=== design 1 ===
Figure 1. Cell classes on the final placement (design 1).
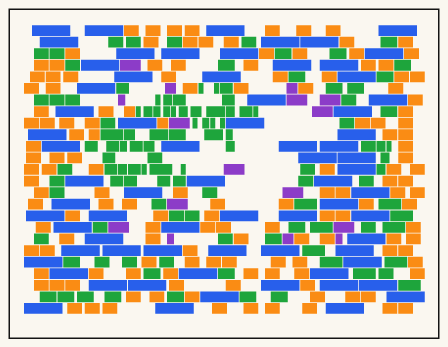

<file path="config.mk">
export PLATFORM = sky130hd
export DESIGN_NAME = if_id_stage_controller
export DESIGN_NICKNAME = d
export VERILOG_FILES = /design/src/rtl/if_id_stage_controller.sv
export SDC_FILE = /design/constraint.sdc
export NUM_CORES = 1
export LEC_CHECK = 0
export CORE_ASPECT_RATIO = 0.75
export CORE_MARGIN = 3
export CORE_UTILIZATION = 44
export DETAILED_ROUTE_END_ITERATION = 8
export PLACE_DENSITY = 0.86
export SETUP_SLACK_MARGIN = 0.02
export SLEW_MARGIN = 25
export SYNTH_ARGS = -nofsm -noshare
export SYNTH_HDL_FRONTEND = slang
export SYNTH_SLANG_ARGS = --single-unit
</file>
<file path="constraint.sdc">
create_clock -name clk -period 5.61 [get_ports clk]
set_clock_uncertainty 0.05 [all_clocks]
set_input_delay 1.122 -clock clk [delete_from_list [all_inputs] [get_ports clk]]
set_output_delay 1.122 -clock clk [all_outputs]
set_load 0.005 [all_outputs]
</file>
<file path="src/rtl/if_id_stage_controller.sv">
// if_id_stage_controller
//   Owns the IF/ID pipeline register and decides each cycle whether it
//   captures a new fetch, holds for a load-use hazard, freezes for a busy
//   back end, or is squashed after a taken branch.
//   Optional feature: define IF_ID_STALL_COUNT_EN to add the stall_count
//   output, a saturating count of cycles in which fetch was held
//   (pc_write low).
module if_id_stage_controller #(
   parameter int unsigned FLUSH_CYCLES = 2,
   parameter logic [31:0] NOP_WORD     = 32'h0000_0000
) (
   input  logic        clk,
   input  logic        rst_n,
   input  logic [31:0] fetch_instr,
   input  logic [31:0] fetch_pc,
   input  logic        fetch_valid,
   input  logic        ex_valid,
   input  logic        ex_mem_read,
   input  logic [4:0]  ex_rt,
   input  logic        branch_taken,
   input  logic        downstream_busy,
   output logic [31:0] instruction_if_id,
   output logic [31:0] pc_if_id,
   output logic        id_valid,
   output logic        pc_write,
   output logic        id_ex_bubble
`ifdef IF_ID_STALL_COUNT_EN
   ,
   output logic [31:0] stall_count
`endif
);

   // FLUSH_CYCLES is at most 15, so the remaining-discard counter fits in 4 bits.
   localparam int unsigned       CNT_W    = 4;
   localparam logic [CNT_W-1:0] CNT_LOAD = CNT_W'(FLUSH_CYCLES - 1);

   typedef enum logic {
      ST_RUN   = 1'b0,
      ST_FLUSH = 1'b1
   } state_t;

   state_t            state_q, state_d;
   logic [CNT_W-1:0]  cnt_q, cnt_d;
   logic [31:0]       instr_q, instr_d;
   logic [31:0]       pc_q, pc_d;
   logic              valid_q, valid_d;

   logic [5:0]        id_op;
   logic [4:0]        id_rs;
   logic [4:0]        id_rt;
   logic              id_uses_rt;
   logic              hazard;

   // Exactly one of these is high every cycle; they encode the priority order.
   logic              act_branch;
   logic              act_freeze;
   logic              act_stall;
   logic              act_discard;
   logic              act_capture;

   // Decode the ID instruction fields and detect a load-use dependency on EX.
   always_comb begin
      id_op      = instr_q[31:26];
      id_rs      = instr_q[25:21];
      id_rt      = instr_q[20:16];
      // R-type, beq/bne and stores read rt as a source; loads and immediates do not.
      id_uses_rt = (id_op == 6'h00) || (id_op == 6'h04) || (id_op == 6'h05) ||
                   ((id_op >= 6'h28) && (id_op <= 6'h2B));
      hazard     = valid_q && ex_valid && ex_mem_read && (ex_rt != 5'd0) &&
                   ((ex_rt == id_rs) || (id_uses_rt && (ex_rt == id_rt)));
   end

   // Classify the cycle: branch beats busy, busy beats hazard, hazard only matters in RUN.
   always_comb begin
      act_branch  = branch_taken;
      act_freeze  = !branch_taken && downstream_busy;
      act_stall   = !branch_taken && !downstream_busy && (state_q == ST_RUN) && hazard;
      act_discard = !branch_taken && !downstream_busy && (state_q == ST_FLUSH);
      act_capture = !branch_taken && !downstream_busy && (state_q == ST_RUN) && !hazard;
   end

   // State register: RUN/FLUSH and the remaining-discard counter.
   always_ff @(posedge clk or negedge rst_n) begin
      if (!rst_n) begin
         state_q <= ST_RUN;
         cnt_q   <= '0;
      end else begin
         state_q <= state_d;
         cnt_q   <= cnt_d;
      end
   end

   // Next-state logic: a branch (re)starts the flush, a discard cycle counts it down.
   always_comb begin
      state_d = state_q;
      cnt_d   = cnt_q;
      if (act_branch) begin
         state_d = ST_FLUSH;
         cnt_d   = CNT_LOAD;
      end else if (act_discard) begin
         if (cnt_q == '0) begin
            state_d = ST_RUN;
         end else begin
            cnt_d = cnt_q - 1'b1;
         end
      end
   end

   // Pipeline register: the IF/ID instruction, its PC and the valid flag.
   always_ff @(posedge clk or negedge rst_n) begin
      if (!rst_n) begin
         instr_q <= NOP_WORD;
         pc_q    <= 32'h0;
         valid_q <= 1'b0;
      end else begin
         instr_q <= instr_d;
         pc_q    <= pc_d;
         valid_q <= valid_d;
      end
   end

   // Next pipeline register contents: squash, hold, or capture the fetch.
   always_comb begin
      instr_d = instr_q;
      pc_d    = pc_q;
      valid_d = valid_q;
      if (act_branch || act_discard) begin
         instr_d = NOP_WORD;
         valid_d = 1'b0;
      end else if (act_capture) begin
         instr_d = fetch_valid ? fetch_instr : NOP_WORD;
         valid_d = fetch_valid;
         // PC is left alone on an empty slot so it keeps naming the last real instruction.
         if (fetch_valid) begin
            pc_d = fetch_pc;
         end
      end
   end

   // Combinational control outputs; reset forces "advance fetch, bubble EX".
   always_comb begin
      pc_write     = 1'b1;
      id_ex_bubble = 1'b1;
      if (rst_n) begin
         if (act_freeze) begin
            // EX/MEM hold themselves, so no bubble is inserted.
            pc_write     = 1'b0;
            id_ex_bubble = 1'b0;
         end else if (act_stall) begin
            pc_write     = 1'b0;
            id_ex_bubble = 1'b1;
         end else if (act_capture) begin
            pc_write     = 1'b1;
            id_ex_bubble = !valid_q;
         end
      end
   end

   assign instruction_if_id = instr_q;
   assign pc_if_id          = pc_q;
   assign id_valid          = valid_q;

`ifdef IF_ID_STALL_COUNT_EN
   logic [31:0] stall_count_q, stall_count_d;

   // Saturating count of cycles in which fetch was not allowed to advance.
   always_comb begin
      stall_count_d = stall_count_q;
      if (!pc_write && (stall_count_q != 32'hFFFF_FFFF)) begin
         stall_count_d = stall_count_q + 32'd1;
      end
   end

   // Stall counter register; cleared only by rst_n.
   always_ff @(posedge clk or negedge rst_n) begin
      if (!rst_n) begin
         stall_count_q <= 32'h0;
      end else begin
         stall_count_q <= stall_count_d;
      end
   end

   assign stall_count = stall_count_q;
`endif

endmodule

</file>
=== design 2 ===
<file path="src/rtl/truth_table_sweeper.sv">
// Stimulus/capture sweeper: walks a 4-input function through all 16 vectors and records f.
// Optional TT_COMPARE_EN adds a first-mismatch detector against EXP_TT.
module truth_table_sweeper #(
   parameter int          HOLD_CYCLES = 4,
   parameter logic [15:0] EXP_TT      = 16'h0000
) (
   input  logic        clk,
   input  logic        rst,
   input  logic        start,
   input  logic        f,
   output logic        a,
   output logic        b,
   output logic        c,
   output logic        d,
   output logic [3:0]  vec_idx,
   output logic        busy,
   output logic        done,
   output logic [15:0] tt
`ifdef TT_COMPARE_EN
   ,
   output logic        mismatch,
   output logic [3:0]  mismatch_idx
`endif
);

   // state  | meaning
   // S_IDLE | waiting for start, function inputs parked at 0
   // S_RUN  | presenting vec_q, sampling f on the last cycle of each hold window
   // S_DONE | one-cycle completion pulse, then back to idle
   typedef enum logic [1:0] {S_IDLE, S_RUN, S_DONE} state_t;

   localparam logic [7:0] HOLD_LAST = 8'(HOLD_CYCLES - 1);

   state_t      state_q, state_d;
   logic [3:0]  vec_q, vec_d;
   logic [7:0]  hold_q, hold_d;
   logic [15:0] tt_q, tt_d;
   logic        accept;
   logic        sample;

   assign accept = (state_q == S_IDLE) && start;
   assign sample = (state_q == S_RUN) && (hold_q == HOLD_LAST);

   always_ff @(posedge clk or posedge rst) begin
      if (rst) begin
         state_q <= S_IDLE;
         vec_q   <= 4'd0;
         hold_q  <= 8'd0;
         tt_q    <= 16'h0000;
      end else begin
         state_q <= state_d;
         vec_q   <= vec_d;
         hold_q  <= hold_d;
         tt_q    <= tt_d;
      end
   end

   always_comb begin
      state_d = state_q;
      vec_d   = vec_q;
      hold_d  = hold_q;
      tt_d    = tt_q;
      case (state_q)
         S_IDLE: begin
            if (start) begin
               state_d = S_RUN;
               vec_d   = 4'd0;
               hold_d  = 8'd0;
               tt_d    = 16'h0000;
            end
         end
         S_RUN: begin
            hold_d = hold_q + 8'd1;
            if (sample) begin
               tt_d[vec_q] = f;
               hold_d      = 8'd0;
               if (vec_q == 4'd15) begin
                  // vec_q returns to 0 here so a..d are already parked during DONE
                  state_d = S_DONE;
                  vec_d   = 4'd0;
               end else begin
                  vec_d = vec_q + 4'd1;
               end
            end
         end
         S_DONE:  state_d = S_IDLE;
         default: state_d = S_IDLE;
      endcase
   end

   assign {a, b, c, d} = vec_q;
   assign vec_idx      = vec_q;
   assign busy         = (state_q == S_RUN);
   assign done         = (state_q == S_DONE);
   assign tt           = tt_q;

`ifdef TT_COMPARE_EN
   logic       mm_q, mm_d;
   logic [3:0] mm_idx_q, mm_idx_d;

   always_ff @(posedge clk or posedge rst) begin
      if (rst) begin
         mm_q     <= 1'b0;
         mm_idx_q <= 4'd0;
      end else begin
         mm_q     <= mm_d;
         mm_idx_q <= mm_idx_d;
      end
   end

   always_comb begin
      mm_d     = mm_q;
      mm_idx_d = mm_idx_q;
      if (accept) begin
         mm_d     = 1'b0;
         mm_idx_d = 4'd0;
      end else if (sample && (f != EXP_TT[vec_q]) && !mm_q) begin
         mm_d     = 1'b1;
         mm_idx_d = vec_q;
      end
   end

   assign mismatch     = mm_q;
   assign mismatch_idx = mm_idx_q;
`else
   logic unused_cfg;
   assign unused_cfg = ^{EXP_TT, accept};
`endif

endmodule

</file>
<file path="config.mk">
export PLATFORM = sky130hd
export DESIGN_NAME = truth_table_sweeper
export DESIGN_NICKNAME = d
export VERILOG_FILES = /design/src/rtl/truth_table_sweeper.sv
export SDC_FILE = /design/constraint.sdc
export NUM_CORES = 1
export LEC_CHECK = 0
export CELL_PAD_IN_SITES_DETAIL_PLACEMENT = 1
export CELL_PAD_IN_SITES_GLOBAL_PLACEMENT = 1
export CORE_UTILIZATION = 25
export DETAILED_ROUTE_END_ITERATION = 8
export GPL_TIMING_DRIVEN = 0
export HOLD_SLACK_MARGIN = 0.08
export PLACE_DENSITY = 0.64
export SYNTH_ARGS = -nofsm -noshare
export SYNTH_HDL_FRONTEND = slang
export SYNTH_SLANG_ARGS = --single-unit
</file>
<file path="constraint.sdc">
create_clock -name clk -period 1.6 [get_ports clk]
set_clock_uncertainty 0.1 [all_clocks]
set_input_delay 0.32 -clock clk [delete_from_list [all_inputs] [get_ports clk]]
set_output_delay 0.32 -clock clk [all_outputs]
set_load 0.005 [all_outputs]
</file>
=== design 3 ===
`config.mk`:
```
export PLATFORM = sky130hd
export DESIGN_NAME = det_event_logger
export DESIGN_NICKNAME = d
export VERILOG_FILES = /design/src/rtl/det_pkg.sv /design/src/rtl/det_event_logger_sync_fifo.sv /design/src/rtl/det_event_logger.sv
export SDC_FILE = /design/constraint.sdc
export NUM_CORES = 1
export LEC_CHECK = 0
export ABC_AREA = 1
export ABC_CLOCK_PERIOD_IN_PS = 1900
export CELL_PAD_IN_SITES_DETAIL_PLACEMENT = 1
export CELL_PAD_IN_SITES_GLOBAL_PLACEMENT = 1
export CORE_MARGIN = 1
export CORE_UTILIZATION = 40
export CTS_CLUSTER_DIAMETER = 30
export DETAILED_ROUTE_END_ITERATION = 6
export PLACE_DENSITY_LB_ADDON = 0.1
export RECOVER_POWER = 100
export SETUP_SLACK_MARGIN = 0.02
export SLEW_MARGIN = 15
export SYNTH_ARGS = -nofsm -noshare
export SYNTH_HDL_FRONTEND = slang
export SYNTH_HIERARCHICAL = 1
export SYNTH_SLANG_ARGS = --single-unit
```
`constraint.sdc`:
```
create_clock -name clk -period 1.9 [get_ports clk]
set_input_delay 0.19 -clock clk [delete_from_list [all_inputs] [get_ports clk]]
set_output_delay 0.19 -clock clk [all_outputs]
set_load 0.1 [all_outputs]
```
`src/rtl/det_pkg.sv`:
```
// Shared constants and helpers for the detection event logger.
package det_pkg;

  localparam int unsigned DefaultCntW = 16;

  function automatic int unsigned ptr_w(input int unsigned depth);
    return $clog2(depth);
  endfunction

endpackage

```
`src/rtl/det_event_logger_sync_fifo.sv`:
```
// Synchronous FIFO with registered read data. Pointers carry one extra bit so
// full and empty are told apart by the MSB.
module sync_fifo
  import det_pkg::*;
#(
  parameter int unsigned WIDTH = 16,
  parameter int unsigned DEPTH = 4
) (
  input  logic             clk,
  input  logic             rst_n,
  input  logic             clr,
  input  logic             wr_en,
  input  logic [WIDTH-1:0] wr_data,
  input  logic             rd_en,
  output logic [WIDTH-1:0] rd_data,
  output logic             rd_valid,
  output logic             empty,
  output logic             full
);

  localparam int unsigned PtrW = ptr_w(DEPTH);

  logic [PtrW:0]    wptr_q, rptr_q;
  logic [WIDTH-1:0] mem_q [DEPTH];
  logic             do_wr, do_rd;

  assign empty = (wptr_q == rptr_q);
  assign full  = (wptr_q[PtrW] != rptr_q[PtrW]) &&
                 (wptr_q[PtrW-1:0] == rptr_q[PtrW-1:0]);

  // A write into a full FIFO is only accepted when a pop frees the slot
  // in the same cycle; the read below sees the old slot contents.
  assign do_rd = rd_en & ~empty;
  assign do_wr = wr_en & (~full | do_rd);

  always_ff @(posedge clk) begin
    if (!rst_n || clr) begin
      wptr_q   <= '0;
      rptr_q   <= '0;
      rd_data  <= '0;
      rd_valid <= 1'b0;
    end else begin
      rd_valid <= do_rd;
      if (do_rd) begin
        rd_data <= mem_q[rptr_q[PtrW-1:0]];
        rptr_q  <= rptr_q + (PtrW+1)'(1);
      end
      if (do_wr) begin
        wptr_q <= wptr_q + (PtrW+1)'(1);
      end
    end
  end

  always_ff @(posedge clk) begin
    if (rst_n && !clr && do_wr) begin
      mem_q[wptr_q[PtrW-1:0]] <= wr_data;
    end
  end

endmodule

```
`src/rtl/det_event_logger.sv`:
```
// Timestamps rising edges of the detector output against a free-running
// bit-position counter and queues them for readout.
module det_event_logger
  import det_pkg::*;
#(
  parameter int unsigned CNT_W = DefaultCntW,
  parameter int unsigned DEPTH = 4
) (
  input  logic             clk,
  input  logic             rst_n,
  input  logic             det,
  input  logic             clr,
  input  logic             rd_en,
  output logic [CNT_W-1:0] rd_data,
  output logic             rd_valid,
  output logic             empty,
  output logic             full,
  output logic             overflow,
  output logic [CNT_W-1:0] total_count
);

  logic             det_q;
  logic             ovf_q;
  logic [CNT_W-1:0] pos_q;
  logic [CNT_W-1:0] total_q;
  logic             ev;
  logic             drop;

  assign ev   = det & ~det_q;
  // A full FIFO can only be non-empty, so any rd_en there is a real pop.
  assign drop = ev & full & ~rd_en;

  always_ff @(posedge clk) begin
    if (!rst_n || clr) begin
      det_q   <= 1'b0;
      ovf_q   <= 1'b0;
      pos_q   <= '0;
      total_q <= '0;
    end else begin
      det_q <= det;
      pos_q <= pos_q + CNT_W'(1);
      if (ev && (total_q != '1)) begin
        total_q <= total_q + CNT_W'(1);
      end
      if (drop) begin
        ovf_q <= 1'b1;
      end
    end
  end

  assign overflow    = ovf_q;
  assign total_count = total_q;

  sync_fifo #(
    .WIDTH(CNT_W),
    .DEPTH(DEPTH)
  ) u_fifo (
    .clk     (clk),
    .rst_n   (rst_n),
    .clr     (clr),
    .wr_en   (ev),
    .wr_data (pos_q),
    .rd_en   (rd_en),
    .rd_data (rd_data),
    .rd_valid(rd_valid),
    .empty   (empty),
    .full    (full)
  );

endmodule

```
Figure 2. Placement view (design 3).
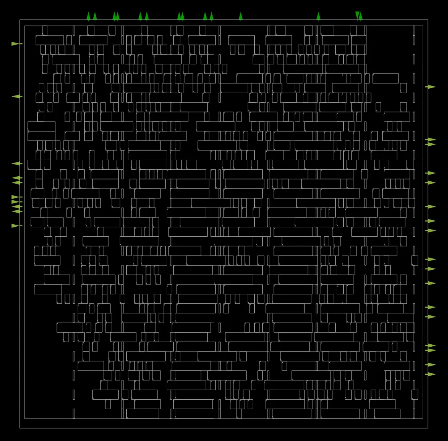
fin util: 0.498
flop count: 121
Seq area share: 0.491
FP Rows: 41

==> results.yml, design 3 <==
# implementation run metrics
status:
  outcome: "complete, no violations"
synthesis:
  yosys-stat-area_um2: 5200
  mux_area_frac: 0
  top_cell: "nor2_1"
grt:
  antenna_found_initial: 0
clocking:
  cts_resized: 1
  cts_sinks: 121
layout:
  sh_comb_area: 0.285
  clkbuf_count: 17
  mi_logic_area_um2: 1790
power_and_ir_drop:
  p_comb_frac: 0.058
  ir_worst_vdd_mv: 0.621
  pg_clk_uw: 3450
critical_path:
  critPathMaxStageDelay_ns: 0.36
  r2r-end: "u_fifo/mem_q[1][4]"
final_timing:
  slew_violations: 0
  setup_tns_ns: 0
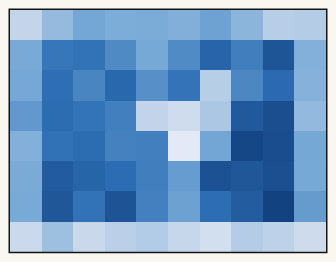
Figure 3: design 1, cell density map.
The die is cut into 10 by 8 equal tiles; white is low, dark blue is high, 0 to 100% covered.
The mean over all tiles is 57%. 28% of the tiles are over 75% full. The fullest tile reaches 93%.
core area: 6410 um2
fin util: 0.709
fp_density: 0.460

About Figure 1:
Key: purple = clock drivers and dummy loads [cells 16, share of their area 3.9%]; orange = other buffers and delay cells [cells 144, share of their area 32%]; green = all other logic [cells 115, share of their area 24%]; blue = flip-flops [cells 70, share of their area 39%]

==> results.yml, design 1 <==
# implementation run metrics
critical_path:
  crit_start: "ex_rt[0]"
  regToRegSetupSlack_ns: 3.34
  timing.critical_path.mode_cell: "clkdlybuf4s50_1"
  cpLargestDelayFamily: "buffers and inverters"
synthesis:
  ys_sh_adder: 0.00849
  edf_count: 0
  async_flop_share: 1.00
  yosys-stat-area_um2: 2950
  top_cell: "dfrtp_1"
detailed_routing:
  routed_wl_mm: 7.87
status:
  outcome: "complete, no violations"
place:
  io_buffer_count: 142
  place_congestion: 0.737
  placed_area_um2: 4370
power_and_ir_drop:
  seq_power_share: 0.447
  p_comb_frac: 0.323
layout:
  nFlopsAndLatches: 70
  layout_top_cells: "141 x clkdlybuf4s50_1, 70 x dfrtp_1, 32 x a32o_1, 15 x mux2_2"
  clkbuf_count: 10
  syn_to_final_growth_pct: 54.3
floorplan:
  die_height_um: 76.9
clocking:
  htree_levels: 3
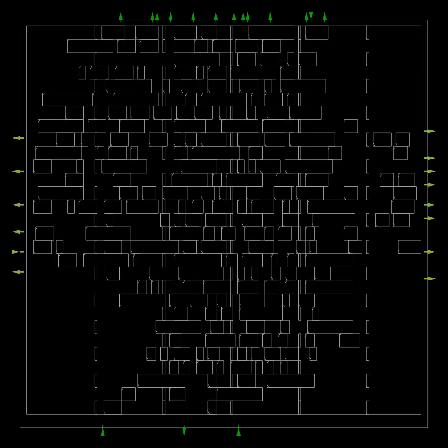
Figure 4: design 2, placement view.
flop count: 30
FP Rows: 29
Taps Inserted: 77

==> results.yml, design 2 <==
# implementation run metrics
status:
  outcome: "complete, but fails checks"
  violations: "negative setup slack"
synthesis:
  ys_sh_aoi: 0.0744
  top_logic_kind: "simple AND/OR/NAND/NOR gates"
  yosys-stat-area_um2: 1630
  yosys-top-cells-count: "36 x nand2_1, 30 x dfrtp_1, 21 x nand3_1"
  top_cell: "nand2_1"
  syn_inst: 171
  syn_nets: 180
place:
  placed_area_um2: 2020
power_and_ir_drop:
  p_comb_frac: 0.548
  power_frac_clock: 0.152
  internal_power_uw: 2540
  pg_clk_uw: 607
layout:
  buffers: 63
  syn_to_final_growth_pct: 54.3
  largest_reg_flops: 16
  fin_cells: 305
  mi_logic_area_um2: 927
  layout_top_cells: "32 x nand2_1, 24 x buf_4, 22 x dfrtp_1, 18 x mux2i_1, 15 x clkdlybuf4s50_1"
  largest_class: "combinational gates"
detailed_routing:
  wl_met2_mm: 2.38
  drt_pass1_iterations: 4
  dr.max_layer_used: "met4"
  vias: 1466
floorplan:
  die_height_um: 82.8
grt:
  grt_pass1_vias: 1465
  grt_max_degree: 31
  grt_pass1_wl_mm: 7.60
clocking:
  clk_pin_slew_ns: 0.06
  clockRootBuffer: "clkbuf_8"
  cts_made_buffers: 5
final_timing:
  timing.final.ws_setup_ns: -0.245
  min_period_ns: 1.84
  setup_viol: 26
critical_path:
  r2r-end: "tt[8]"
  crit_buf_inv: 2


## Gallery

Metal 3.
Bar = 20 um.
Plate I
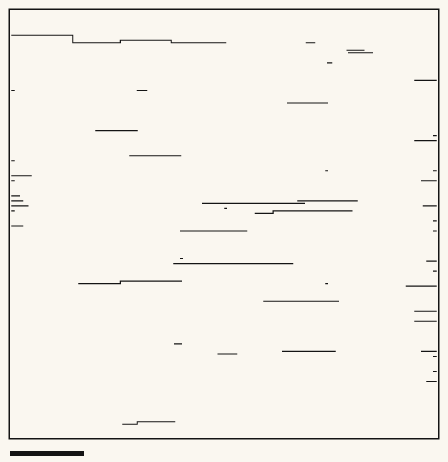
Plate II
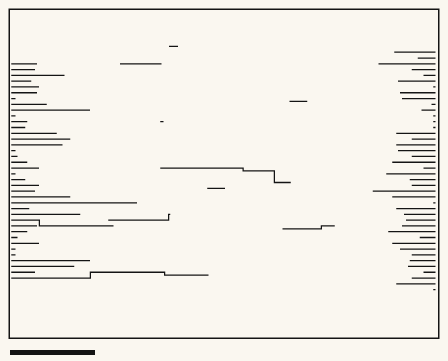
Plate III
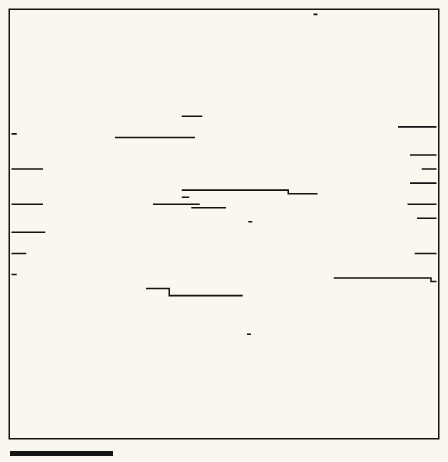
For design 1, see Plate II.
For design 2, see Plate III.
For design 3, see Plate I.

Key to Plate II:
82 nets have wire on it. The wires run mostly horizontal. The layer holds 8.5% of the routed length.


## Gallery

Where the registers sit.
Bar = 20 um.
(a)
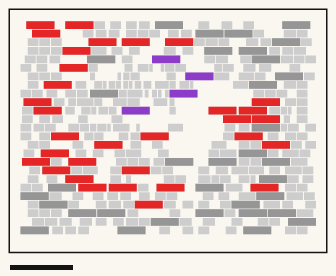
(b)
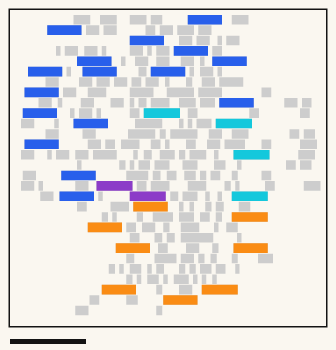
(c)
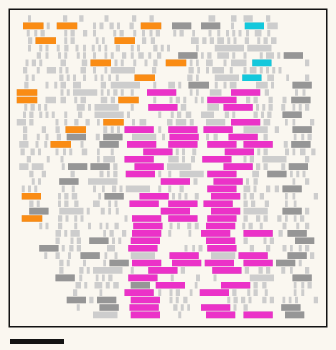
design 3 -> (c)
design 2 -> (b)
design 1 -> (a)

